# ---- block 1 ----
===== config.mk =====
export PLATFORM = sky130hd
export DESIGN_NAME = serial_paralelo_param
export DESIGN_NICKNAME = d
export VERILOG_FILES = /design/src/rtl/serial_paralelo_param.sv
export SDC_FILE = /design/constraint.sdc
export NUM_CORES = 1
export LEC_CHECK = 0
export ABC_CLOCK_PERIOD_IN_PS = 2600
export CORE_MARGIN = 1.5
export CORE_UTILIZATION = 52
export DETAILED_ROUTE_END_ITERATION = 8
export PLACE_DENSITY = 0.79
export SYNTH_ARGS = -nofsm -noshare
export SYNTH_HDL_FRONTEND = slang
export SYNTH_SLANG_ARGS = --single-unit

===== constraint.sdc =====
create_clock -name clk_32f -period 2.6 [get_ports clk_32f]
set_clock_uncertainty 0.2 [all_clocks]
set_input_delay 0.39 -clock clk_32f [delete_from_list [all_inputs] [get_ports clk_32f]]
set_output_delay 0.39 -clock clk_32f [all_outputs]
set_load 0.005 [all_outputs]

===== src/rtl/serial_paralelo_param.sv =====
// serial_paralelo_param
// Bit-serial to word-parallel deserialiser with sliding comma alignment.
// Bits arrive MSB first on clk_32f. The block hunts for COMMA on every edge.
// It then confirms LOCK_COUNT aligned commas before it declares the link active.
// Once active, it delivers every non-comma word with a one-cycle valid_out pulse.
// Optional feature macro LOCK_LOSS_EN: while active, count commas that appear
// off the word boundary, and drop back to SEARCH after UNLOCK_COUNT of them.
module serial_paralelo_param #(
  parameter int               WIDTH        = 8,
  parameter logic [WIDTH-1:0] COMMA        = WIDTH'(8'hBC),
  parameter int               LOCK_COUNT   = 4,
  parameter int               UNLOCK_COUNT = 4
) (
  input  logic             clk_32f,
  input  logic             reset,
  input  logic             data_in,
  output logic [WIDTH-1:0] data_out,
  output logic             valid_out,
  output logic             active,
  output logic [1:0]       lock_state
);

  localparam int BIT_W = $clog2(WIDTH);
  localparam int CNT_W = $clog2(LOCK_COUNT + 1);

  typedef enum logic [1:0] {
    S_SEARCH = 2'b00,
    S_ALIGN  = 2'b01,
    S_ACTIVE = 2'b10
  } state_t;

  // Elaboration-time guard against parameter sets the datapath cannot support.
  if (WIDTH < 4 || LOCK_COUNT < 1 || UNLOCK_COUNT < 1) begin : g_bad_params
    $error("serial_paralelo_param: need WIDTH>=4, LOCK_COUNT>=1, UNLOCK_COUNT>=1");
  end

  state_t           r_state,     w_state_nxt;
  logic [WIDTH-1:0] r_sr;
  logic [BIT_W-1:0] r_bit_cnt,   w_bit_cnt_nxt;
  logic [CNT_W-1:0] r_comma_cnt, w_comma_cnt_nxt;
  logic [WIDTH-1:0] r_data_out,  w_data_out_nxt;
  logic             r_valid,     w_valid_nxt;
  logic             r_active;

  logic [WIDTH-1:0] w_nxt;
  logic             w_is_comma;
  logic             w_boundary;

  // The window includes the bit sampled on this edge, so every compare sees the newest bit.
  assign w_nxt      = {r_sr[WIDTH-2:0], data_in};
  assign w_is_comma = (w_nxt == COMMA);
  assign w_boundary = (r_bit_cnt == BIT_W'(WIDTH - 1));

`ifdef LOCK_LOSS_EN
  localparam int MISS_W = $clog2(UNLOCK_COUNT + 1);
  logic [MISS_W-1:0] r_miss_cnt, w_miss_cnt_nxt;
`endif

  // Next-state and next-output logic for the alignment FSM.
  always_comb begin
    // NOTE: every signal gets a default first so no path leaves one unassigned (no latch).
    w_state_nxt     = r_state;
    w_bit_cnt_nxt   = w_boundary ? '0 : r_bit_cnt + 1'b1;
    w_comma_cnt_nxt = r_comma_cnt;
    w_data_out_nxt  = r_data_out;
    w_valid_nxt     = 1'b0;
`ifdef LOCK_LOSS_EN
    w_miss_cnt_nxt  = r_miss_cnt;
`endif
    unique case (r_state)
      S_SEARCH: begin
        w_bit_cnt_nxt = '0;
        if (w_is_comma) begin
          // The first comma already counts toward lock. The next bit is the MSB of a word.
          w_comma_cnt_nxt = CNT_W'(1);
          w_state_nxt     = (LOCK_COUNT == 1) ? S_ACTIVE : S_ALIGN;
        end
      end
      S_ALIGN: begin
        if (w_boundary) begin
          if (w_is_comma) begin
            if (r_comma_cnt >= CNT_W'(LOCK_COUNT - 1)) begin
              w_comma_cnt_nxt = CNT_W'(LOCK_COUNT);
              w_state_nxt     = S_ACTIVE;
            end else begin
              w_comma_cnt_nxt = r_comma_cnt + 1'b1;
            end
          end else begin
            w_comma_cnt_nxt = '0;
            w_state_nxt     = S_SEARCH;
          end
        end
      end
      S_ACTIVE: begin
        if (w_boundary) begin
          if (!w_is_comma) begin
            w_data_out_nxt = w_nxt;
            w_valid_nxt    = 1'b1;
          end
`ifdef LOCK_LOSS_EN
          else begin
            w_miss_cnt_nxt = '0;
          end
`endif
        end
`ifdef LOCK_LOSS_EN
        else if (w_is_comma) begin
          // A comma seen off the boundary means the word phase has slipped.
          if (r_miss_cnt >= MISS_W'(UNLOCK_COUNT - 1)) begin
            w_miss_cnt_nxt  = '0;
            w_comma_cnt_nxt = '0;
            w_bit_cnt_nxt   = '0;
            w_state_nxt     = S_SEARCH;
          end else begin
            w_miss_cnt_nxt = r_miss_cnt + 1'b1;
          end
        end
`endif
      end
      default: begin
        w_comma_cnt_nxt = '0;
        w_bit_cnt_nxt   = '0;
        w_state_nxt     = S_SEARCH;
      end
    endcase
  end

  // State, counter, shift-register and output registers.
  always_ff @(posedge clk_32f or posedge reset) begin
    if (reset) begin
      // NOTE: the shift register is reset too, so a fresh stream cannot match on stale bits.
      r_state     <= S_SEARCH;
      r_sr        <= '0;
      r_bit_cnt   <= '0;
      r_comma_cnt <= '0;
      r_data_out  <= '0;
      r_valid     <= 1'b0;
      r_active    <= 1'b0;
    end else begin
      // NOTE: non-blocking assignments here make all registers update together from old values.
      r_state     <= w_state_nxt;
      r_sr        <= w_nxt;
      r_bit_cnt   <= w_bit_cnt_nxt;
      r_comma_cnt <= w_comma_cnt_nxt;
      r_data_out  <= w_data_out_nxt;
      r_valid     <= w_valid_nxt;
      r_active    <= (w_state_nxt == S_ACTIVE);
    end
  end

`ifdef LOCK_LOSS_EN
  // Misaligned-comma counter, present only when loss of lock is enabled.
  always_ff @(posedge clk_32f or posedge reset) begin
    if (reset) begin
      r_miss_cnt <= '0;
    end else begin
      r_miss_cnt <= w_miss_cnt_nxt;
    end
  end
`else
`endif

  assign data_out   = r_data_out;
  assign valid_out  = r_valid;
  assign active     = r_active;
  assign lock_state = r_state;

endmodule


# ---- block 2 ----
### config.mk
export PLATFORM = sky130hd
export DESIGN_NAME = cpu_sequencer
export DESIGN_NICKNAME = d
export VERILOG_FILES = /design/src/rtl/cpu_sequencer.sv
export SDC_FILE = /design/constraint.sdc
export NUM_CORES = 1
export LEC_CHECK = 0
export ABC_CLOCK_PERIOD_IN_PS = 3000
export CAP_MARGIN = 10
export CORE_AREA = 5 5 80 60
export CTS_BUF_LIST = sky130_fd_sc_hd__clkbuf_2
export CTS_CLUSTER_SIZE = 10
export DETAILED_ROUTE_END_ITERATION = 7
export DIE_AREA = 0 0 85 65
export GPL_TIMING_DRIVEN = 0
export REMOVE_ABC_BUFFERS = 1
export SLEW_MARGIN = 10
export SYNTH_ARGS = -nofsm -noshare
export SYNTH_HDL_FRONTEND = slang
export SYNTH_SLANG_ARGS = --single-unit
### constraint.sdc
create_clock -name clk -period 3 [get_ports clk]
set_input_delay 0.6 -clock clk [delete_from_list [all_inputs] [get_ports clk]]
set_output_delay 0.6 -clock clk [all_outputs]
set_load 0.03 [all_outputs]
### src/rtl/cpu_sequencer.sv
// cpu_sequencer: instruction-cycle FSM (FETCH/EXEC1/EXEC2/HALT), post-branch jump flags and retired-instruction counter.
// Optional single-step support is compiled in with `define SEQ_SINGLE_STEP_EN.
module cpu_sequencer #(
  parameter int CNT_W = 16
) (
  input  logic             clk,
  input  logic             rst_n,
  input  logic             start_i,
  input  logic             sm_extra_i,
  input  logic             stop_i,
  input  logic             set_jump_i,
  input  logic             ram_wait_i,
  input  logic             step_mode_i,
  input  logic             step_req_i,
  input  logic             cnt_clr_i,
  output logic [1:0]       state_o,
  output logic             jump_o,
  output logic             two_cycles_after_jump_o,
  output logic             halted_o,
  output logic [CNT_W-1:0] instr_count_o
);

  typedef enum logic [1:0] {
    ST_FETCH = 2'b00,
    ST_EXEC1 = 2'b01,
    ST_EXEC2 = 2'b10,
    ST_HALT  = 2'b11
  } state_e;

  state_e           state_q, state_d;
  logic             jump_q, jump_d;
  logic             two_q, two_d;
  logic [CNT_W-1:0] cnt_q, cnt_d;

  logic step_mode_s;
  logic step_req_s;
  logic complete_s;
  logic stall_s;
  logic exec_s;

`ifdef SEQ_SINGLE_STEP_EN
  assign step_mode_s = step_mode_i;
  assign step_req_s  = step_req_i;
`else
  logic unused_step_s;
  assign step_mode_s   = 1'b0;
  assign step_req_s    = 1'b0;
  assign unused_step_s = step_mode_i | step_req_i;
`endif

  assign exec_s = (state_q == ST_EXEC1) || (state_q == ST_EXEC2);

  // Next-state decode; stop beats every other request in a running state.
  always_comb begin
    state_d    = state_q;
    complete_s = 1'b0;
    stall_s    = 1'b0;
    case (state_q)
      ST_HALT: begin
        if (start_i || (step_mode_s && step_req_s)) begin
          state_d = ST_FETCH;
        end else begin
          state_d = ST_HALT;
        end
      end
      ST_FETCH: begin
        if (stop_i) begin
          state_d = ST_HALT;
        end else if (ram_wait_i) begin
          state_d = ST_FETCH;
          stall_s = 1'b1;
        end else begin
          state_d = ST_EXEC1;
        end
      end
      ST_EXEC1: begin
        if (stop_i) begin
          state_d    = ST_HALT;
          complete_s = 1'b1;
        end else if (sm_extra_i) begin
          state_d = ST_EXEC2;
        end else begin
          state_d    = step_mode_s ? ST_HALT : ST_FETCH;
          complete_s = 1'b1;
        end
      end
      ST_EXEC2: begin
        if (stop_i) begin
          state_d    = ST_HALT;
          complete_s = 1'b1;
        end else if (ram_wait_i) begin
          state_d = ST_EXEC2;
          stall_s = 1'b1;
        end else begin
          state_d    = step_mode_s ? ST_HALT : ST_FETCH;
          complete_s = 1'b1;
        end
      end
      default: begin
        state_d = ST_HALT;
      end
    endcase
  end

  // Jump pipeline: frozen by stalls, flushed whenever HALT is next.
  always_comb begin
    jump_d = jump_q;
    two_d  = two_q;
    if (state_d == ST_HALT) begin
      jump_d = 1'b0;
      two_d  = 1'b0;
    end else if (stall_s) begin
      jump_d = jump_q;
      two_d  = two_q;
    end else begin
      jump_d = set_jump_i && exec_s;
      two_d  = jump_q;
    end
  end

  // Retired-instruction counter; clear wins over a coincident completion.
  always_comb begin
    cnt_d = cnt_q;
    if (cnt_clr_i) begin
      cnt_d = {CNT_W{1'b0}};
    end else if (complete_s) begin
      cnt_d = cnt_q + {{(CNT_W-1){1'b0}}, 1'b1};
    end else begin
      cnt_d = cnt_q;
    end
  end

  // State, jump flags and counter registers.
  always_ff @(posedge clk or negedge rst_n) begin
    if (!rst_n) begin
      state_q <= ST_HALT;
      jump_q  <= 1'b0;
      two_q   <= 1'b0;
      cnt_q   <= {CNT_W{1'b0}};
    end else begin
      state_q <= state_d;
      jump_q  <= jump_d;
      two_q   <= two_d;
      cnt_q   <= cnt_d;
    end
  end

  assign state_o                 = state_q;
  assign jump_o                  = jump_q;
  assign two_cycles_after_jump_o = two_q;
  assign halted_o                = (state_q == ST_HALT);
  assign instr_count_o           = cnt_q;

endmodule

# ---- block 3 ----
===== src/rtl/fetch_pkg.sv =====
// Shared definitions for the instruction fetch front end.
//   XLEN / ILEN      : address and instruction widths
//   DEFAULT_RESET_PC : default first fetch address
//   NOP_INSTR        : canonical no-op encoding (addi x0, x0, 0)
//   fetch_entry_t    : one prefetch queue entry {instr, pc}
//   pc_next / word_align : address helpers shared by the fetch logic
package fetch_pkg;

  localparam int XLEN = 32;
  localparam int ILEN = 32;

  localparam logic [XLEN-1:0] DEFAULT_RESET_PC = 32'h0000_0000;
  localparam logic [ILEN-1:0] NOP_INSTR        = 32'h0000_0013;

  typedef struct packed {
    logic [ILEN-1:0] instr;
    logic [XLEN-1:0] pc;
  } fetch_entry_t;

  // Sequential word address; wraps from FFFF_FFFC to 0 by plain modulo arithmetic.
  function automatic logic [XLEN-1:0] pc_next(input logic [XLEN-1:0] pc);
    return pc + XLEN'(4);
  endfunction

  // Redirect targets may carry junk in the low bits; fetch is word-granular.
  function automatic logic [XLEN-1:0] word_align(input logic [XLEN-1:0] pc);
    return {pc[XLEN-1:2], 2'b00};
  endfunction

endpackage


===== src/rtl/fetch_fifo.sv =====
// Synchronous prefetch queue of fetch_entry_t.
//   clk     : clock
//   rst_n   : synchronous active-low reset (pointers and count only)
//   i_push  : write i_entry at the tail
//   i_pop   : drop the head entry
//   i_flush : discard all entries; overrides push and pop
//   i_entry : entry to write
//   o_count : number of valid entries, 0..DEPTH
//   o_head  : entry at the head (meaningful only when o_count != 0)
// A pushed entry becomes visible at the head no earlier than the next cycle.
module fetch_fifo
  import fetch_pkg::*;
#(
  parameter int DEPTH = 4,
  localparam int PW = $clog2(DEPTH),
  localparam int CW = $clog2(DEPTH) + 1
) (
  input  logic          clk,
  input  logic          rst_n,
  input  logic          i_push,
  input  logic          i_pop,
  input  logic          i_flush,
  input  fetch_entry_t  i_entry,
  output logic [CW-1:0] o_count,
  output fetch_entry_t  o_head
);

  fetch_entry_t  r_mem [DEPTH];
  logic [PW-1:0] r_wr_ptr;
  logic [PW-1:0] r_rd_ptr;
  logic [CW-1:0] r_count;

  logic w_empty;
  logic w_full;
  logic w_do_pop;
  logic w_do_push;

  assign w_empty = (r_count == '0);
  assign w_full  = (r_count == CW'(DEPTH));

  // Guards keep the pointers coherent even if a caller misbehaves;
  // pushing into a full queue is allowed only when the head leaves the same cycle.
  assign w_do_pop  = i_pop && !w_empty && !i_flush;
  assign w_do_push = i_push && (!w_full || w_do_pop) && !i_flush;

  // Pointers wrap naturally because DEPTH is a power of two.
  always_ff @(posedge clk) begin
    if (!rst_n || i_flush) begin
      r_wr_ptr <= '0;
      r_rd_ptr <= '0;
      r_count  <= '0;
    end else begin
      if (w_do_push) r_wr_ptr <= r_wr_ptr + PW'(1);
      if (w_do_pop)  r_rd_ptr <= r_rd_ptr + PW'(1);
      case ({w_do_push, w_do_pop})
        2'b10:   r_count <= r_count + CW'(1);
        2'b01:   r_count <= r_count - CW'(1);
        default: r_count <= r_count;
      endcase
    end
  end

  // Storage carries no reset; validity is tracked by the count alone.
  always_ff @(posedge clk) begin
    if (w_do_push) r_mem[r_wr_ptr] <= i_entry;
  end

  assign o_count = r_count;
  assign o_head  = r_mem[r_rd_ptr];

endmodule


===== src/rtl/fetch_unit.sv =====
// Instruction fetch front end.
// Owns the fetch PC, issues one word request per cycle to a 1-cycle-latency
// instruction memory, buffers responses in a prefetch queue and hands
// {instr, pc, pc+4} to IF/EX over valid/ready. EX redirects flush everything.
//   clk            : clock
//   rst_n          : synchronous active-low reset
//   imem_req       : request issued this cycle
//   imem_addr      : word address of the request
//   imem_rdata     : instruction for last cycle's request
//   redirect_valid : taken branch/jump from EX
//   redirect_pc    : new fetch target (low two bits ignored)
//   out_valid      : queue head valid
//   out_ready      : IF/EX accepts the head
//   out_instr      : head instruction
//   out_pc         : head instruction address
//   out_pc_plus4   : out_pc + 4, modulo 2^32
module fetch_unit
  import fetch_pkg::*;
#(
  parameter int              DEPTH    = 4,
  parameter logic [XLEN-1:0] RESET_PC = DEFAULT_RESET_PC
) (
  input  logic            clk,
  input  logic            rst_n,
  output logic            imem_req,
  output logic [XLEN-1:0] imem_addr,
  input  logic [ILEN-1:0] imem_rdata,
  input  logic            redirect_valid,
  input  logic [XLEN-1:0] redirect_pc,
  output logic            out_valid,
  input  logic            out_ready,
  output logic [ILEN-1:0] out_instr,
  output logic [XLEN-1:0] out_pc,
  output logic [XLEN-1:0] out_pc_plus4
);

  localparam int CW = $clog2(DEPTH) + 1;

  logic [XLEN-1:0] r_fetch_pc;
  logic            r_inflight;
  logic [XLEN-1:0] r_inflight_pc;

  logic [CW-1:0]   w_count;
  logic [CW-1:0]   w_occupancy;
  logic            w_issue;
  logic            w_push;
  logic            w_pop;
  fetch_entry_t    w_push_entry;
  fetch_entry_t    w_head;

  // Credit check counts queued plus in-flight words against registered state only,
  // so out_ready never reaches imem_req combinationally. A same-cycle pop earns no credit.
  // The sum is at most DEPTH+1, which always fits in CW bits.
  assign w_occupancy = w_count + CW'(r_inflight);
  assign w_issue     = rst_n && !redirect_valid && (w_occupancy < CW'(DEPTH));

  assign imem_req  = w_issue;
  assign imem_addr = rst_n ? r_fetch_pc : RESET_PC;

  // A response is dropped whenever a redirect lands in the cycle it returns.
  assign w_push       = r_inflight && !redirect_valid;
  assign w_push_entry = '{instr: imem_rdata, pc: r_inflight_pc};

  // --- fetch PC and in-flight tracking ---
  always_ff @(posedge clk) begin
    if (!rst_n) begin
      r_fetch_pc <= RESET_PC;
      r_inflight <= 1'b0;
    end else if (redirect_valid) begin
      r_fetch_pc <= word_align(redirect_pc);
      r_inflight <= 1'b0;
    end else if (w_issue) begin
      r_fetch_pc    <= pc_next(r_fetch_pc);
      r_inflight    <= 1'b1;
      r_inflight_pc <= r_fetch_pc;
    end else begin
      r_inflight <= 1'b0;
    end
  end

  // --- prefetch queue ---
  fetch_fifo #(
    .DEPTH (DEPTH)
  ) u_fifo (
    .clk     (clk),
    .rst_n   (rst_n),
    .i_push  (w_push),
    .i_pop   (w_pop),
    .i_flush (redirect_valid),
    .i_entry (w_push_entry),
    .o_count (w_count),
    .o_head  (w_head)
  );

  // --- IF/EX handshake ---
  // The head is hidden during a redirect so no stale instruction is accepted that cycle.
  assign out_valid    = rst_n && (w_count != '0) && !redirect_valid;
  assign w_pop        = out_valid && out_ready;
  assign out_instr    = rst_n ? w_head.instr : '0;
  assign out_pc       = rst_n ? w_head.pc : '0;
  assign out_pc_plus4 = rst_n ? pc_next(w_head.pc) : '0;

endmodule


===== config.mk =====
export PLATFORM = sky130hd
export DESIGN_NAME = fetch_unit
export DESIGN_NICKNAME = d
export VERILOG_FILES = /design/src/rtl/fetch_pkg.sv /design/src/rtl/fetch_fifo.sv /design/src/rtl/fetch_unit.sv
export SDC_FILE = /design/constraint.sdc
export NUM_CORES = 1
export LEC_CHECK = 0
export CORE_MARGIN = 2
export CORE_UTILIZATION = 57
export DETAILED_ROUTE_END_ITERATION = 10
export DONT_BUFFER_PORTS = 1
export PLACE_DENSITY = 0.69
export SYNTH_ARGS = -nofsm -noshare
export SYNTH_HDL_FRONTEND = slang
export SYNTH_HIERARCHICAL = 1
export SYNTH_SLANG_ARGS = --single-unit

===== constraint.sdc =====
create_clock -name clk -period 3.6 [get_ports clk]
set_input_delay 0.72 -clock clk [delete_from_list [all_inputs] [get_ports clk]]
set_output_delay 0.72 -clock clk [all_outputs]
set_load 0.005 [all_outputs]

# ---- block 4 ----
--- src/rtl/commit_trace_buffer_if.sv ---
// Commit/trace bundle for commit_trace_buffer.
// The master side is the buffer itself: it consumes the core's commit signals
// and the sink's ready, and produces the trace stream. The slave side is the
// surrounding environment (core commit port plus trace sink).
interface commit_trace_buffer_if;
    // Core commit port
    logic        commit_valid;
    logic [31:0] commit_pc;
    logic [31:0] commit_instr;
    logic        commit_wr_en;
    logic [4:0]  commit_wr_reg;
    logic [31:0] commit_wr_data;
    logic [31:0] commit_v0;

    // Trace stream toward the checker/logger
    logic        trace_valid;
    logic        trace_ready;
    logic [31:0] trace_pc;
    logic [31:0] trace_instr;
    logic        trace_wr_en;
    logic [4:0]  trace_wr_reg;
    logic [31:0] trace_wr_data;
    logic [15:0] trace_seq;

    modport master (
        input  commit_valid, commit_pc, commit_instr, commit_wr_en,
               commit_wr_reg, commit_wr_data, commit_v0, trace_ready,
        output trace_valid, trace_pc, trace_instr, trace_wr_en,
               trace_wr_reg, trace_wr_data, trace_seq
    );

    modport slave (
        output commit_valid, commit_pc, commit_instr, commit_wr_en,
               commit_wr_reg, commit_wr_data, commit_v0, trace_ready,
        input  trace_valid, trace_pc, trace_instr, trace_wr_en,
               trace_wr_reg, trace_wr_data, trace_seq
    );
endinterface

--- src/rtl/commit_trace_buffer.sv ---
// commit_trace_buffer: captures one retire record per committed instruction
// into a DEPTH-entry FIFO and streams it to a trace sink over valid/ready.
// Detects the end-of-test syscall ($v0 == 10), drains the FIFO and raises a
// sticky done flag. Full pushes are dropped and flagged by sticky overflow.
// Optional feature macro: TRACE_SEQ_EN adds a 16-bit per-record sequence
// number on trace_seq; without it trace_seq is tied to zero.
module commit_trace_buffer #(
    parameter int DEPTH = 8
) (
    input  logic                   clk,
    input  logic                   reset,
    commit_trace_buffer_if.master  bus,
    output logic                   stall_req,
    output logic                   overflow,
    output logic                   done,
    output logic [$clog2(DEPTH):0] count
);
    localparam int AW = $clog2(DEPTH);
    localparam int CW = AW + 1;
    localparam logic [CW-1:0] FULL_COUNT  = CW'(DEPTH);
    localparam logic [CW-1:0] STALL_COUNT = CW'(DEPTH - 1);
    localparam logic [31:0]   SYSCALL     = 32'h0000_000C;
    localparam logic [31:0]   EXIT_CODE   = 32'h0000_000A;

    typedef enum logic [1:0] {
        ST_RUN,
        ST_DRAIN,
        ST_DONE
    } state_t;

    typedef struct packed {
        logic [31:0] pc;
        logic [31:0] instr;
        logic        wr_en;
        logic [4:0]  wr_reg;
        logic [31:0] wr_data;
    } rec_t;

    state_t        state;
    rec_t          mem [DEPTH];
    logic [AW-1:0] wr_ptr;
    logic [AW-1:0] rd_ptr;
    logic [CW-1:0] count_next;
    logic          trace_valid_q;

    logic          push_req;
    logic          push_ok;
    logic          drop;
    logic          pop;
    logic          full;
    logic          exit_hit;
    logic          rec_wr_en;
    rec_t          new_rec;
    rec_t          head;

    // Writes to $0 are architecturally discarded, so they are recorded as no-write
    assign rec_wr_en = bus.commit_wr_en && (bus.commit_wr_reg != 5'd0);
    assign new_rec   = '{pc:      bus.commit_pc,
                         instr:   bus.commit_instr,
                         wr_en:   rec_wr_en,
                         wr_reg:  rec_wr_en ? bus.commit_wr_reg  : 5'd0,
                         wr_data: rec_wr_en ? bus.commit_wr_data : 32'd0};

    assign push_req = (state == ST_RUN) && bus.commit_valid;
    assign exit_hit = push_req && (bus.commit_instr == SYSCALL)
                               && (bus.commit_v0 == EXIT_CODE);
    assign full     = (count == FULL_COUNT);
    assign pop      = trace_valid_q && bus.trace_ready;
    // A full FIFO still accepts a push when the head leaves on the same edge
    assign push_ok  = push_req && (!full || pop);
    assign drop     = push_req && full && !pop;

    // Next occupancy from the push/pop pair
    always_comb begin
        // NOTE: every always_comb output gets a default first so no latch is inferred.
        count_next = count;
        case ({push_ok, pop})
            2'b10:   count_next = count + CW'(1);
            2'b01:   count_next = count - CW'(1);
            default: count_next = count;
        endcase
    end

    // Record storage write; pointers alone define which entries are live
    always_ff @(posedge clk) begin
        // NOTE: storage is deliberately not reset; head outputs are masked by trace_valid instead.
        if (push_ok) begin
            mem[wr_ptr] <= new_rec;
        end
    end

    // Pointers, occupancy, sticky flags and the RUN/DRAIN/DONE sequencer
    always_ff @(posedge clk) begin
        // NOTE: sequential state uses non-blocking assignments only.
        if (reset) begin
            state         <= ST_RUN;
            wr_ptr        <= '0;
            rd_ptr        <= '0;
            count         <= '0;
            trace_valid_q <= 1'b0;
            overflow      <= 1'b0;
            done          <= 1'b0;
        end else begin
            if (push_ok) begin
                wr_ptr <= wr_ptr + AW'(1);
            end
            if (pop) begin
                rd_ptr <= rd_ptr + AW'(1);
            end
            count         <= count_next;
            trace_valid_q <= (count_next != '0);
            if (drop) begin
                overflow <= 1'b1;
            end

            case (state)
                ST_RUN: begin
                    if (exit_hit) begin
                        state <= ST_DRAIN;
                    end
                end
                ST_DRAIN: begin
                    if (count == '0) begin
                        state <= ST_DONE;
                        done  <= 1'b1;
                    end
                end
                ST_DONE: begin
                    state <= ST_DONE;
                end
                default: begin
                    state <= ST_RUN;
                end
            endcase
        end
    end

    assign stall_req = (count >= STALL_COUNT);

    // Head record straight from storage, zeroed while the FIFO is empty
    assign head              = mem[rd_ptr];
    assign bus.trace_valid   = trace_valid_q;
    assign bus.trace_pc      = trace_valid_q ? head.pc      : 32'd0;
    assign bus.trace_instr   = trace_valid_q ? head.instr   : 32'd0;
    assign bus.trace_wr_en   = trace_valid_q ? head.wr_en   : 1'b0;
    assign bus.trace_wr_reg  = trace_valid_q ? head.wr_reg  : 5'd0;
    assign bus.trace_wr_data = trace_valid_q ? head.wr_data : 32'd0;

`ifdef TRACE_SEQ_EN
    logic [15:0] seq;
    logic [15:0] seq_mem [DEPTH];

    // Sequence counter advances on every accepted commit, pushed or dropped
    always_ff @(posedge clk) begin
        if (reset) begin
            seq <= 16'd0;
        end else if (push_req) begin
            seq <= seq + 16'd1;
        end
    end

    // Per-entry sequence storage, written alongside the record
    always_ff @(posedge clk) begin
        if (push_ok) begin
            seq_mem[wr_ptr] <= seq;
        end
    end

    assign bus.trace_seq = trace_valid_q ? seq_mem[rd_ptr] : 16'd0;
`else
    assign bus.trace_seq = 16'd0;
`endif

endmodule

--- src/flat_wrapper.sv ---
// flat-port wrapper written by rule: the top's interface ports become plain ports
module commit_trace_buffer_flat 
#(
    parameter int DEPTH = 8
)
  (clk, reset, stall_req, overflow, done, count, bus_commit_valid, bus_commit_pc, bus_commit_instr, bus_commit_wr_en, bus_commit_wr_reg, bus_commit_wr_data, bus_commit_v0, bus_trace_ready, bus_trace_valid, bus_trace_pc, bus_trace_instr, bus_trace_wr_en, bus_trace_wr_reg, bus_trace_wr_data, bus_trace_seq);
  commit_trace_buffer_if bus_i ();
  input  logic clk;
  input  logic reset;
  output logic stall_req;
  output logic overflow;
  output logic done;
  output logic [$clog2(DEPTH):0] count;
  input wire logic [$bits(bus_i.commit_valid)-1:0] bus_commit_valid;
  input wire logic [$bits(bus_i.commit_pc)-1:0] bus_commit_pc;
  input wire logic [$bits(bus_i.commit_instr)-1:0] bus_commit_instr;
  input wire logic [$bits(bus_i.commit_wr_en)-1:0] bus_commit_wr_en;
  input wire logic [$bits(bus_i.commit_wr_reg)-1:0] bus_commit_wr_reg;
  input wire logic [$bits(bus_i.commit_wr_data)-1:0] bus_commit_wr_data;
  input wire logic [$bits(bus_i.commit_v0)-1:0] bus_commit_v0;
  input wire logic [$bits(bus_i.trace_ready)-1:0] bus_trace_ready;
  output wire logic [$bits(bus_i.trace_valid)-1:0] bus_trace_valid;
  output wire logic [$bits(bus_i.trace_pc)-1:0] bus_trace_pc;
  output wire logic [$bits(bus_i.trace_instr)-1:0] bus_trace_instr;
  output wire logic [$bits(bus_i.trace_wr_en)-1:0] bus_trace_wr_en;
  output wire logic [$bits(bus_i.trace_wr_reg)-1:0] bus_trace_wr_reg;
  output wire logic [$bits(bus_i.trace_wr_data)-1:0] bus_trace_wr_data;
  output wire logic [$bits(bus_i.trace_seq)-1:0] bus_trace_seq;
  assign bus_i.commit_valid = bus_commit_valid;
  assign bus_i.commit_pc = bus_commit_pc;
  assign bus_i.commit_instr = bus_commit_instr;
  assign bus_i.commit_wr_en = bus_commit_wr_en;
  assign bus_i.commit_wr_reg = bus_commit_wr_reg;
  assign bus_i.commit_wr_data = bus_commit_wr_data;
  assign bus_i.commit_v0 = bus_commit_v0;
  assign bus_i.trace_ready = bus_trace_ready;
  assign bus_trace_valid = bus_i.trace_valid;
  assign bus_trace_pc = bus_i.trace_pc;
  assign bus_trace_instr = bus_i.trace_instr;
  assign bus_trace_wr_en = bus_i.trace_wr_en;
  assign bus_trace_wr_reg = bus_i.trace_wr_reg;
  assign bus_trace_wr_data = bus_i.trace_wr_data;
  assign bus_trace_seq = bus_i.trace_seq;
  commit_trace_buffer #(.DEPTH(DEPTH)) u_core (.clk(clk), .reset(reset), .bus(bus_i), .stall_req(stall_req), .overflow(overflow), .done(done), .count(count));
endmodule
--- config.mk ---
export PLATFORM = sky130hd
export DESIGN_NAME = commit_trace_buffer_flat
export DESIGN_NICKNAME = d
export VERILOG_FILES = /design/src/rtl/commit_trace_buffer_if.sv /design/src/rtl/commit_trace_buffer.sv /design/src/flat_wrapper.sv
export SDC_FILE = /design/constraint.sdc
export NUM_CORES = 1
export LEC_CHECK = 0
export ABC_AREA = 1
export ABC_CLOCK_PERIOD_IN_PS = 8740
export CAP_MARGIN = 20
export CELL_PAD_IN_SITES_DETAIL_PLACEMENT = 0
export CELL_PAD_IN_SITES_GLOBAL_PLACEMENT = 1
export CORE_UTILIZATION = 48
export CTS_CLUSTER_SIZE = 40
export DETAILED_ROUTE_END_ITERATION = 10
export HOLD_SLACK_MARGIN = 0.05
export PLACE_DENSITY_LB_ADDON = 0.1
export SYNTH_ARGS = -nofsm -noshare
export SYNTH_HDL_FRONTEND = slang
export SYNTH_SLANG_ARGS = --single-unit
--- constraint.sdc ---
create_clock -name clk -period 8.74 [get_ports clk]
set_input_delay 0.874 -clock clk [delete_from_list [all_inputs] [get_ports clk]]
set_output_delay 0.874 -clock clk [all_outputs]
set_load 0.01 [all_outputs]

==> notes/layouts.md <==
Pictures saved along the way, in no particular order.

Register map, names as in the netlist.
(a)
Scale: 8 px per um. Other sequential cells in the stronger grey, the rest of the logic in the fainter grey.
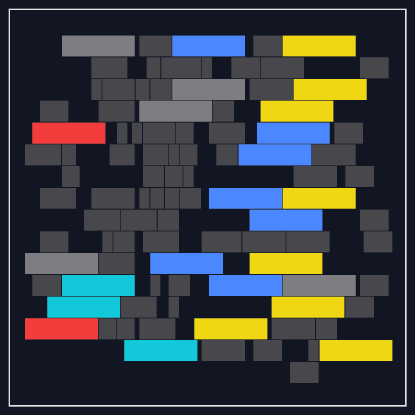
(b)
Scale: 1.5 px per um. Other sequential cells in the stronger grey, the rest of the logic in the fainter grey.
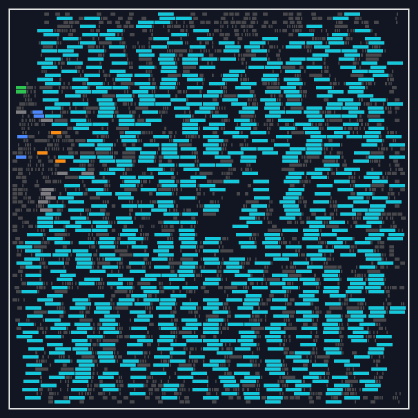
(c)
Scale: 4 px per um. Other sequential cells in the stronger grey, the rest of the logic in the fainter grey.
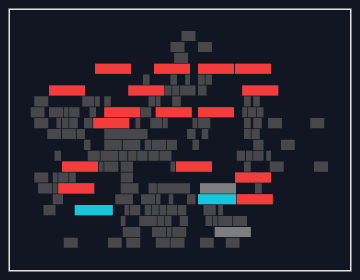
(d)
Scale: 2 px per um. Other sequential cells in the stronger grey, the rest of the logic in the fainter grey.
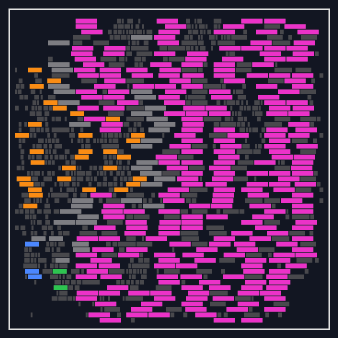
The one with the most cells is (b).
The one with the smallest die is (a).
For block 3, see (d).
For block 1, see (a).
For block 2, see (c).
For block 4, see (b).

Key to (a):
[cyan] r_bit_cnt | placed flops: 3
[yellow] data_out | placed flops: 8
[blue] r_sr | placed flops: 7
[red] lock_state | placed flops: 2

**Block 3: metal 3**

Scale: 3 px per um.
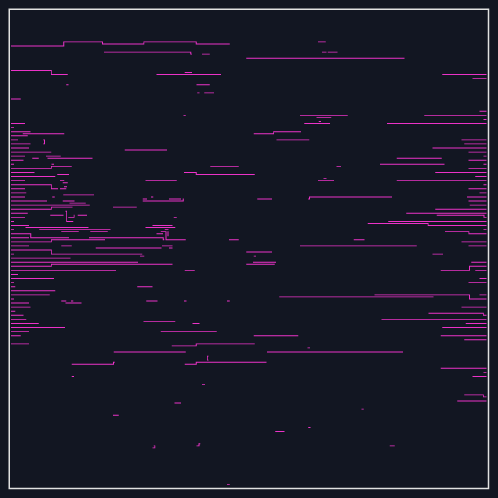
longest straight run: 52.4 um
nets with wire on the layer: 165

**Block 3: the clock network**

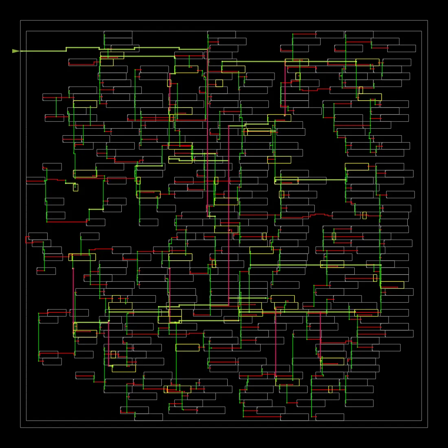
Skew-Pair Late Insertion Delay: 0.50 ns
Clock Sinks: 326
CTS Buf Count: 34
# clk buffers: 51

==> impl_metrics.env, block 3 <==
# yosys + openroad results
export IMPL_stdcell_count=1240
export IMPL_powerClk_uw=3250
export IMPL_crit_arrival_ns=2.77
export IMPL_logic_area_mm2=0.00414
export IMPL_clkCellAreaFrac=0.0685
export IMPL_async_flop_share=0
export IMPL_adder_share=0.00784
export IMPL_maxCapViolations=0
export IMPL_cpMostUsedCell="nand4_1"
export IMPL_r2r_end="u_fifo/o_count[2]"
export IMPL_power_top_group="sequential cells"
export IMPL_crit_chain="buf_4 > buf_6 > mux4_2 > nand4_1 > nor4_4 > nand4_1 > xor2_1 > nor2_1"
export IMPL_routed_wl_mm=28.9
export IMPL_synth_warnings=6
export IMPL_total_power_uw=7670
export IMPL_met3_usage=0.0641
export IMPL_status="completed"
export IMPL_dr_max_layer_used="met5"
export IMPL_mux_share=0.114
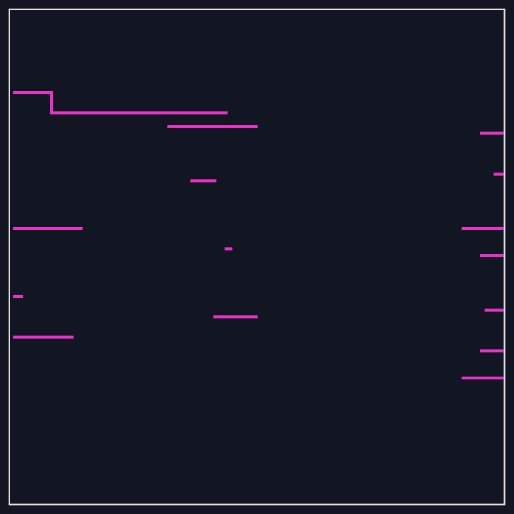
**Above:** block 1 (metal 3).
Scale: 10 px per um.
share of all routed wire: 3.8%
longest straight run: 17.5 um
Via Count: 671
final wirelength: 1.81 mm

**Block 1: the clock network**

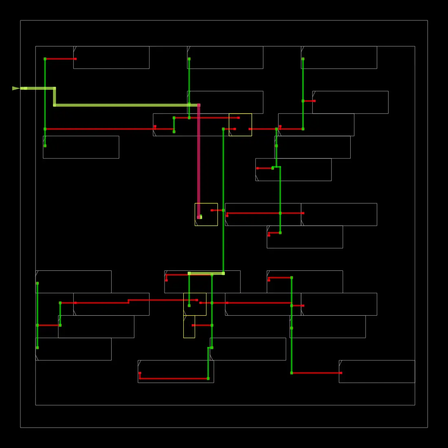
Skew-Pair Late Insertion Delay: 0.30 ns
clock group power: 163 uW
Clock Sinks: 25
Flop Count: 25
# clk buffers: 4

==> impl_metrics.env, block 1 <==
# yosys + openroad results
export IMPL_status="completed"
export IMPL_maxCapViolations=0
export IMPL_viasPerCell=5.41
export IMPL_place_congestion=0.858
export IMPL_postCtsHoldBufs=0
export IMPL_grt_max_degree=26
export IMPL_cts_root_buffer="clkbuf_4"
export IMPL_route_antenna_remaining_nets=0
export IMPL_critical_path_class="register to register"
export IMPL_fin_setup_tns_ns=0
export IMPL_power_density_mw_per_mm2=497
export IMPL_cp_endpoint="active"
export IMPL_nonClockBufferCount=16
export IMPL_hpwl_mm=1.38
export IMPL_yosys_stat_seqShare=0.559
export IMPL_min_period_ns=2.16
export IMPL_clk_pin_slew_ns=0.12
export IMPL_grt_use_total=0.176
export IMPL_ios=15
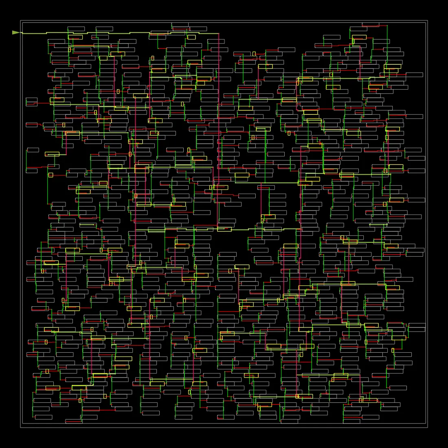
**Above:** block 4 (the clock network).
Clock Sinks: 834
Flop Count: 834
clock group power: 3380 uW
Worst Skew: 0.0122 ns
# clk buffers: 118

==> impl_metrics.env, block 4 <==
# yosys + openroad results
export IMPL_grt_use_total=0.232
export IMPL_warnings=38
export IMPL_cp_required_ns=7.87
export IMPL_clock_path_buffers=3
export IMPL_async_flop_share=0
export IMPL_drtIter0Drc=1736
export IMPL_clkCellAreaFrac=0.0658
export IMPL_cp_depth=7
export IMPL_cts_root_buffer="clkbuf_16"
export IMPL_n_fill_cell=5542
export IMPL_layout_drive_gt1_share=0.0529
export IMPL_powerSeq_uw=4670
export IMPL_cp_slowest_cell="buf_4"
export IMPL_crit_path_start_kind="register"
export IMPL_crit_chain="buf_4 > buf_4 > nor2_1 > o32ai_1 > o21ai_0 > nor2_1 > clkdlybuf4s50_1"
export IMPL_firstDrtPassIters=5
export IMPL_clkPwrFrac=0.323
export IMPL_status="completed"
export IMPL_cp_endpoint="bus_trace_instr[14]"
export IMPL_regMostFlops="u_core.mem"
export IMPL_postCtsHoldBufs=0
export IMPL_mux_share=0
**Block 2: metal 3**

Scale: 6 px per um.
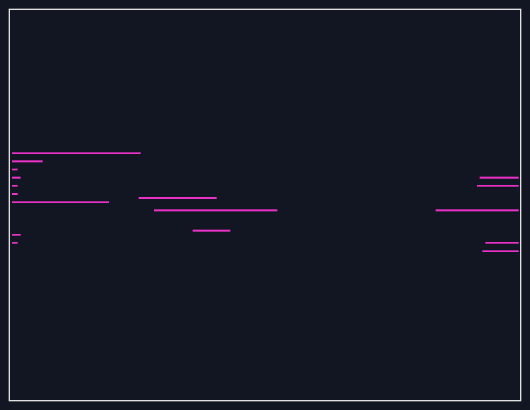
nets with wire on the layer: 16
longest straight run: 21.2 um
share of all routed wire: 4.6%
wire length on this layer: 123 um
GR Util met3: 0.0305
final wirelength: 2.70 mm

==> impl_metrics.env, block 2 <==
# yosys + openroad results
export IMPL_status="completed"
export IMPL_stdcell_count=203
export IMPL_hpwl_mm=2.04
export IMPL_grt_pass1_vias=989
export IMPL_warnings=31
export IMPL_crit_path_start_kind="register"
export IMPL_htreeDepth=1
export IMPL_hold_viol=0
export IMPL_clkPwrFrac=0.199
export IMPL_intPower_uw=623
export IMPL_vias=1003
export IMPL_place_congestion=0.724
export IMPL_grt_use_total=0.106
export IMPL_vdd_drop_max_uv=327
export IMPL_routed_wl_met2_mm=1.22
export IMPL_ys_cells=119
export IMPL_logic_area_um2=608
export IMPL_n_fill_cell=409
export IMPL_top_cells_by_count="dfrtp_1 (18), a21oi_1 (12), o21ai_0 (9), nand2_1 (8), nor2_1 (8)"


==> gallery <==
Wire density map.
panel A
Scale: 8 px per um. 10 x 10 tiles, from black (low) to pale yellow (high), scaled to the fullest tile. Values are wire area over tile area, all layers added.
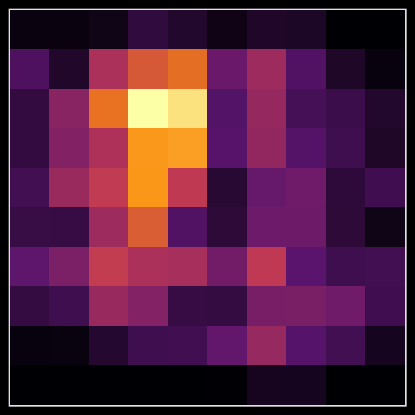
panel B
Scale: 2 px per um. 32 x 32 tiles, from black (low) to pale yellow (high), scaled to the fullest tile. Values are wire area over tile area, all layers added.
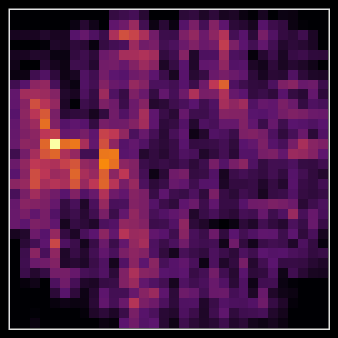
panel C
Scale: 1.5 px per um. 27 x 27 tiles, from black (low) to pale yellow (high), scaled to the fullest tile. Values are wire area over tile area, all layers added.
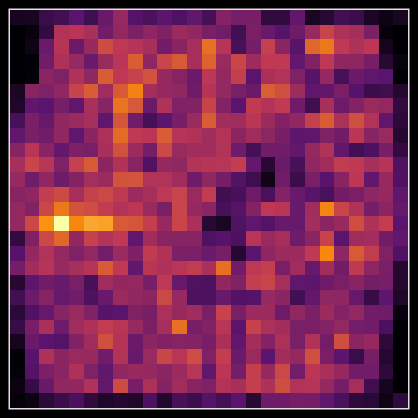
panel D
Scale: 4 px per um. 17 x 13 tiles, from black (low) to pale yellow (high), scaled to the fullest tile. Values are wire area over tile area, all layers added.
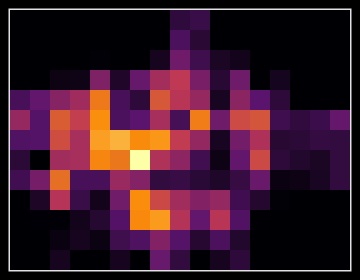
- smallest die: panel A
- largest die: panel C
panel D: block 2
panel B: block 3
panel A: block 1
panel C: block 4

Key to panel D:
tiles over half the peak: 11%
nearly empty tiles: 38%
fullest tile: 0.41
emptiest ninth of the die: top right
densest ninth of the die: left middle
mean over tiles: 0.076

Power and IR drop assume default switching activity.
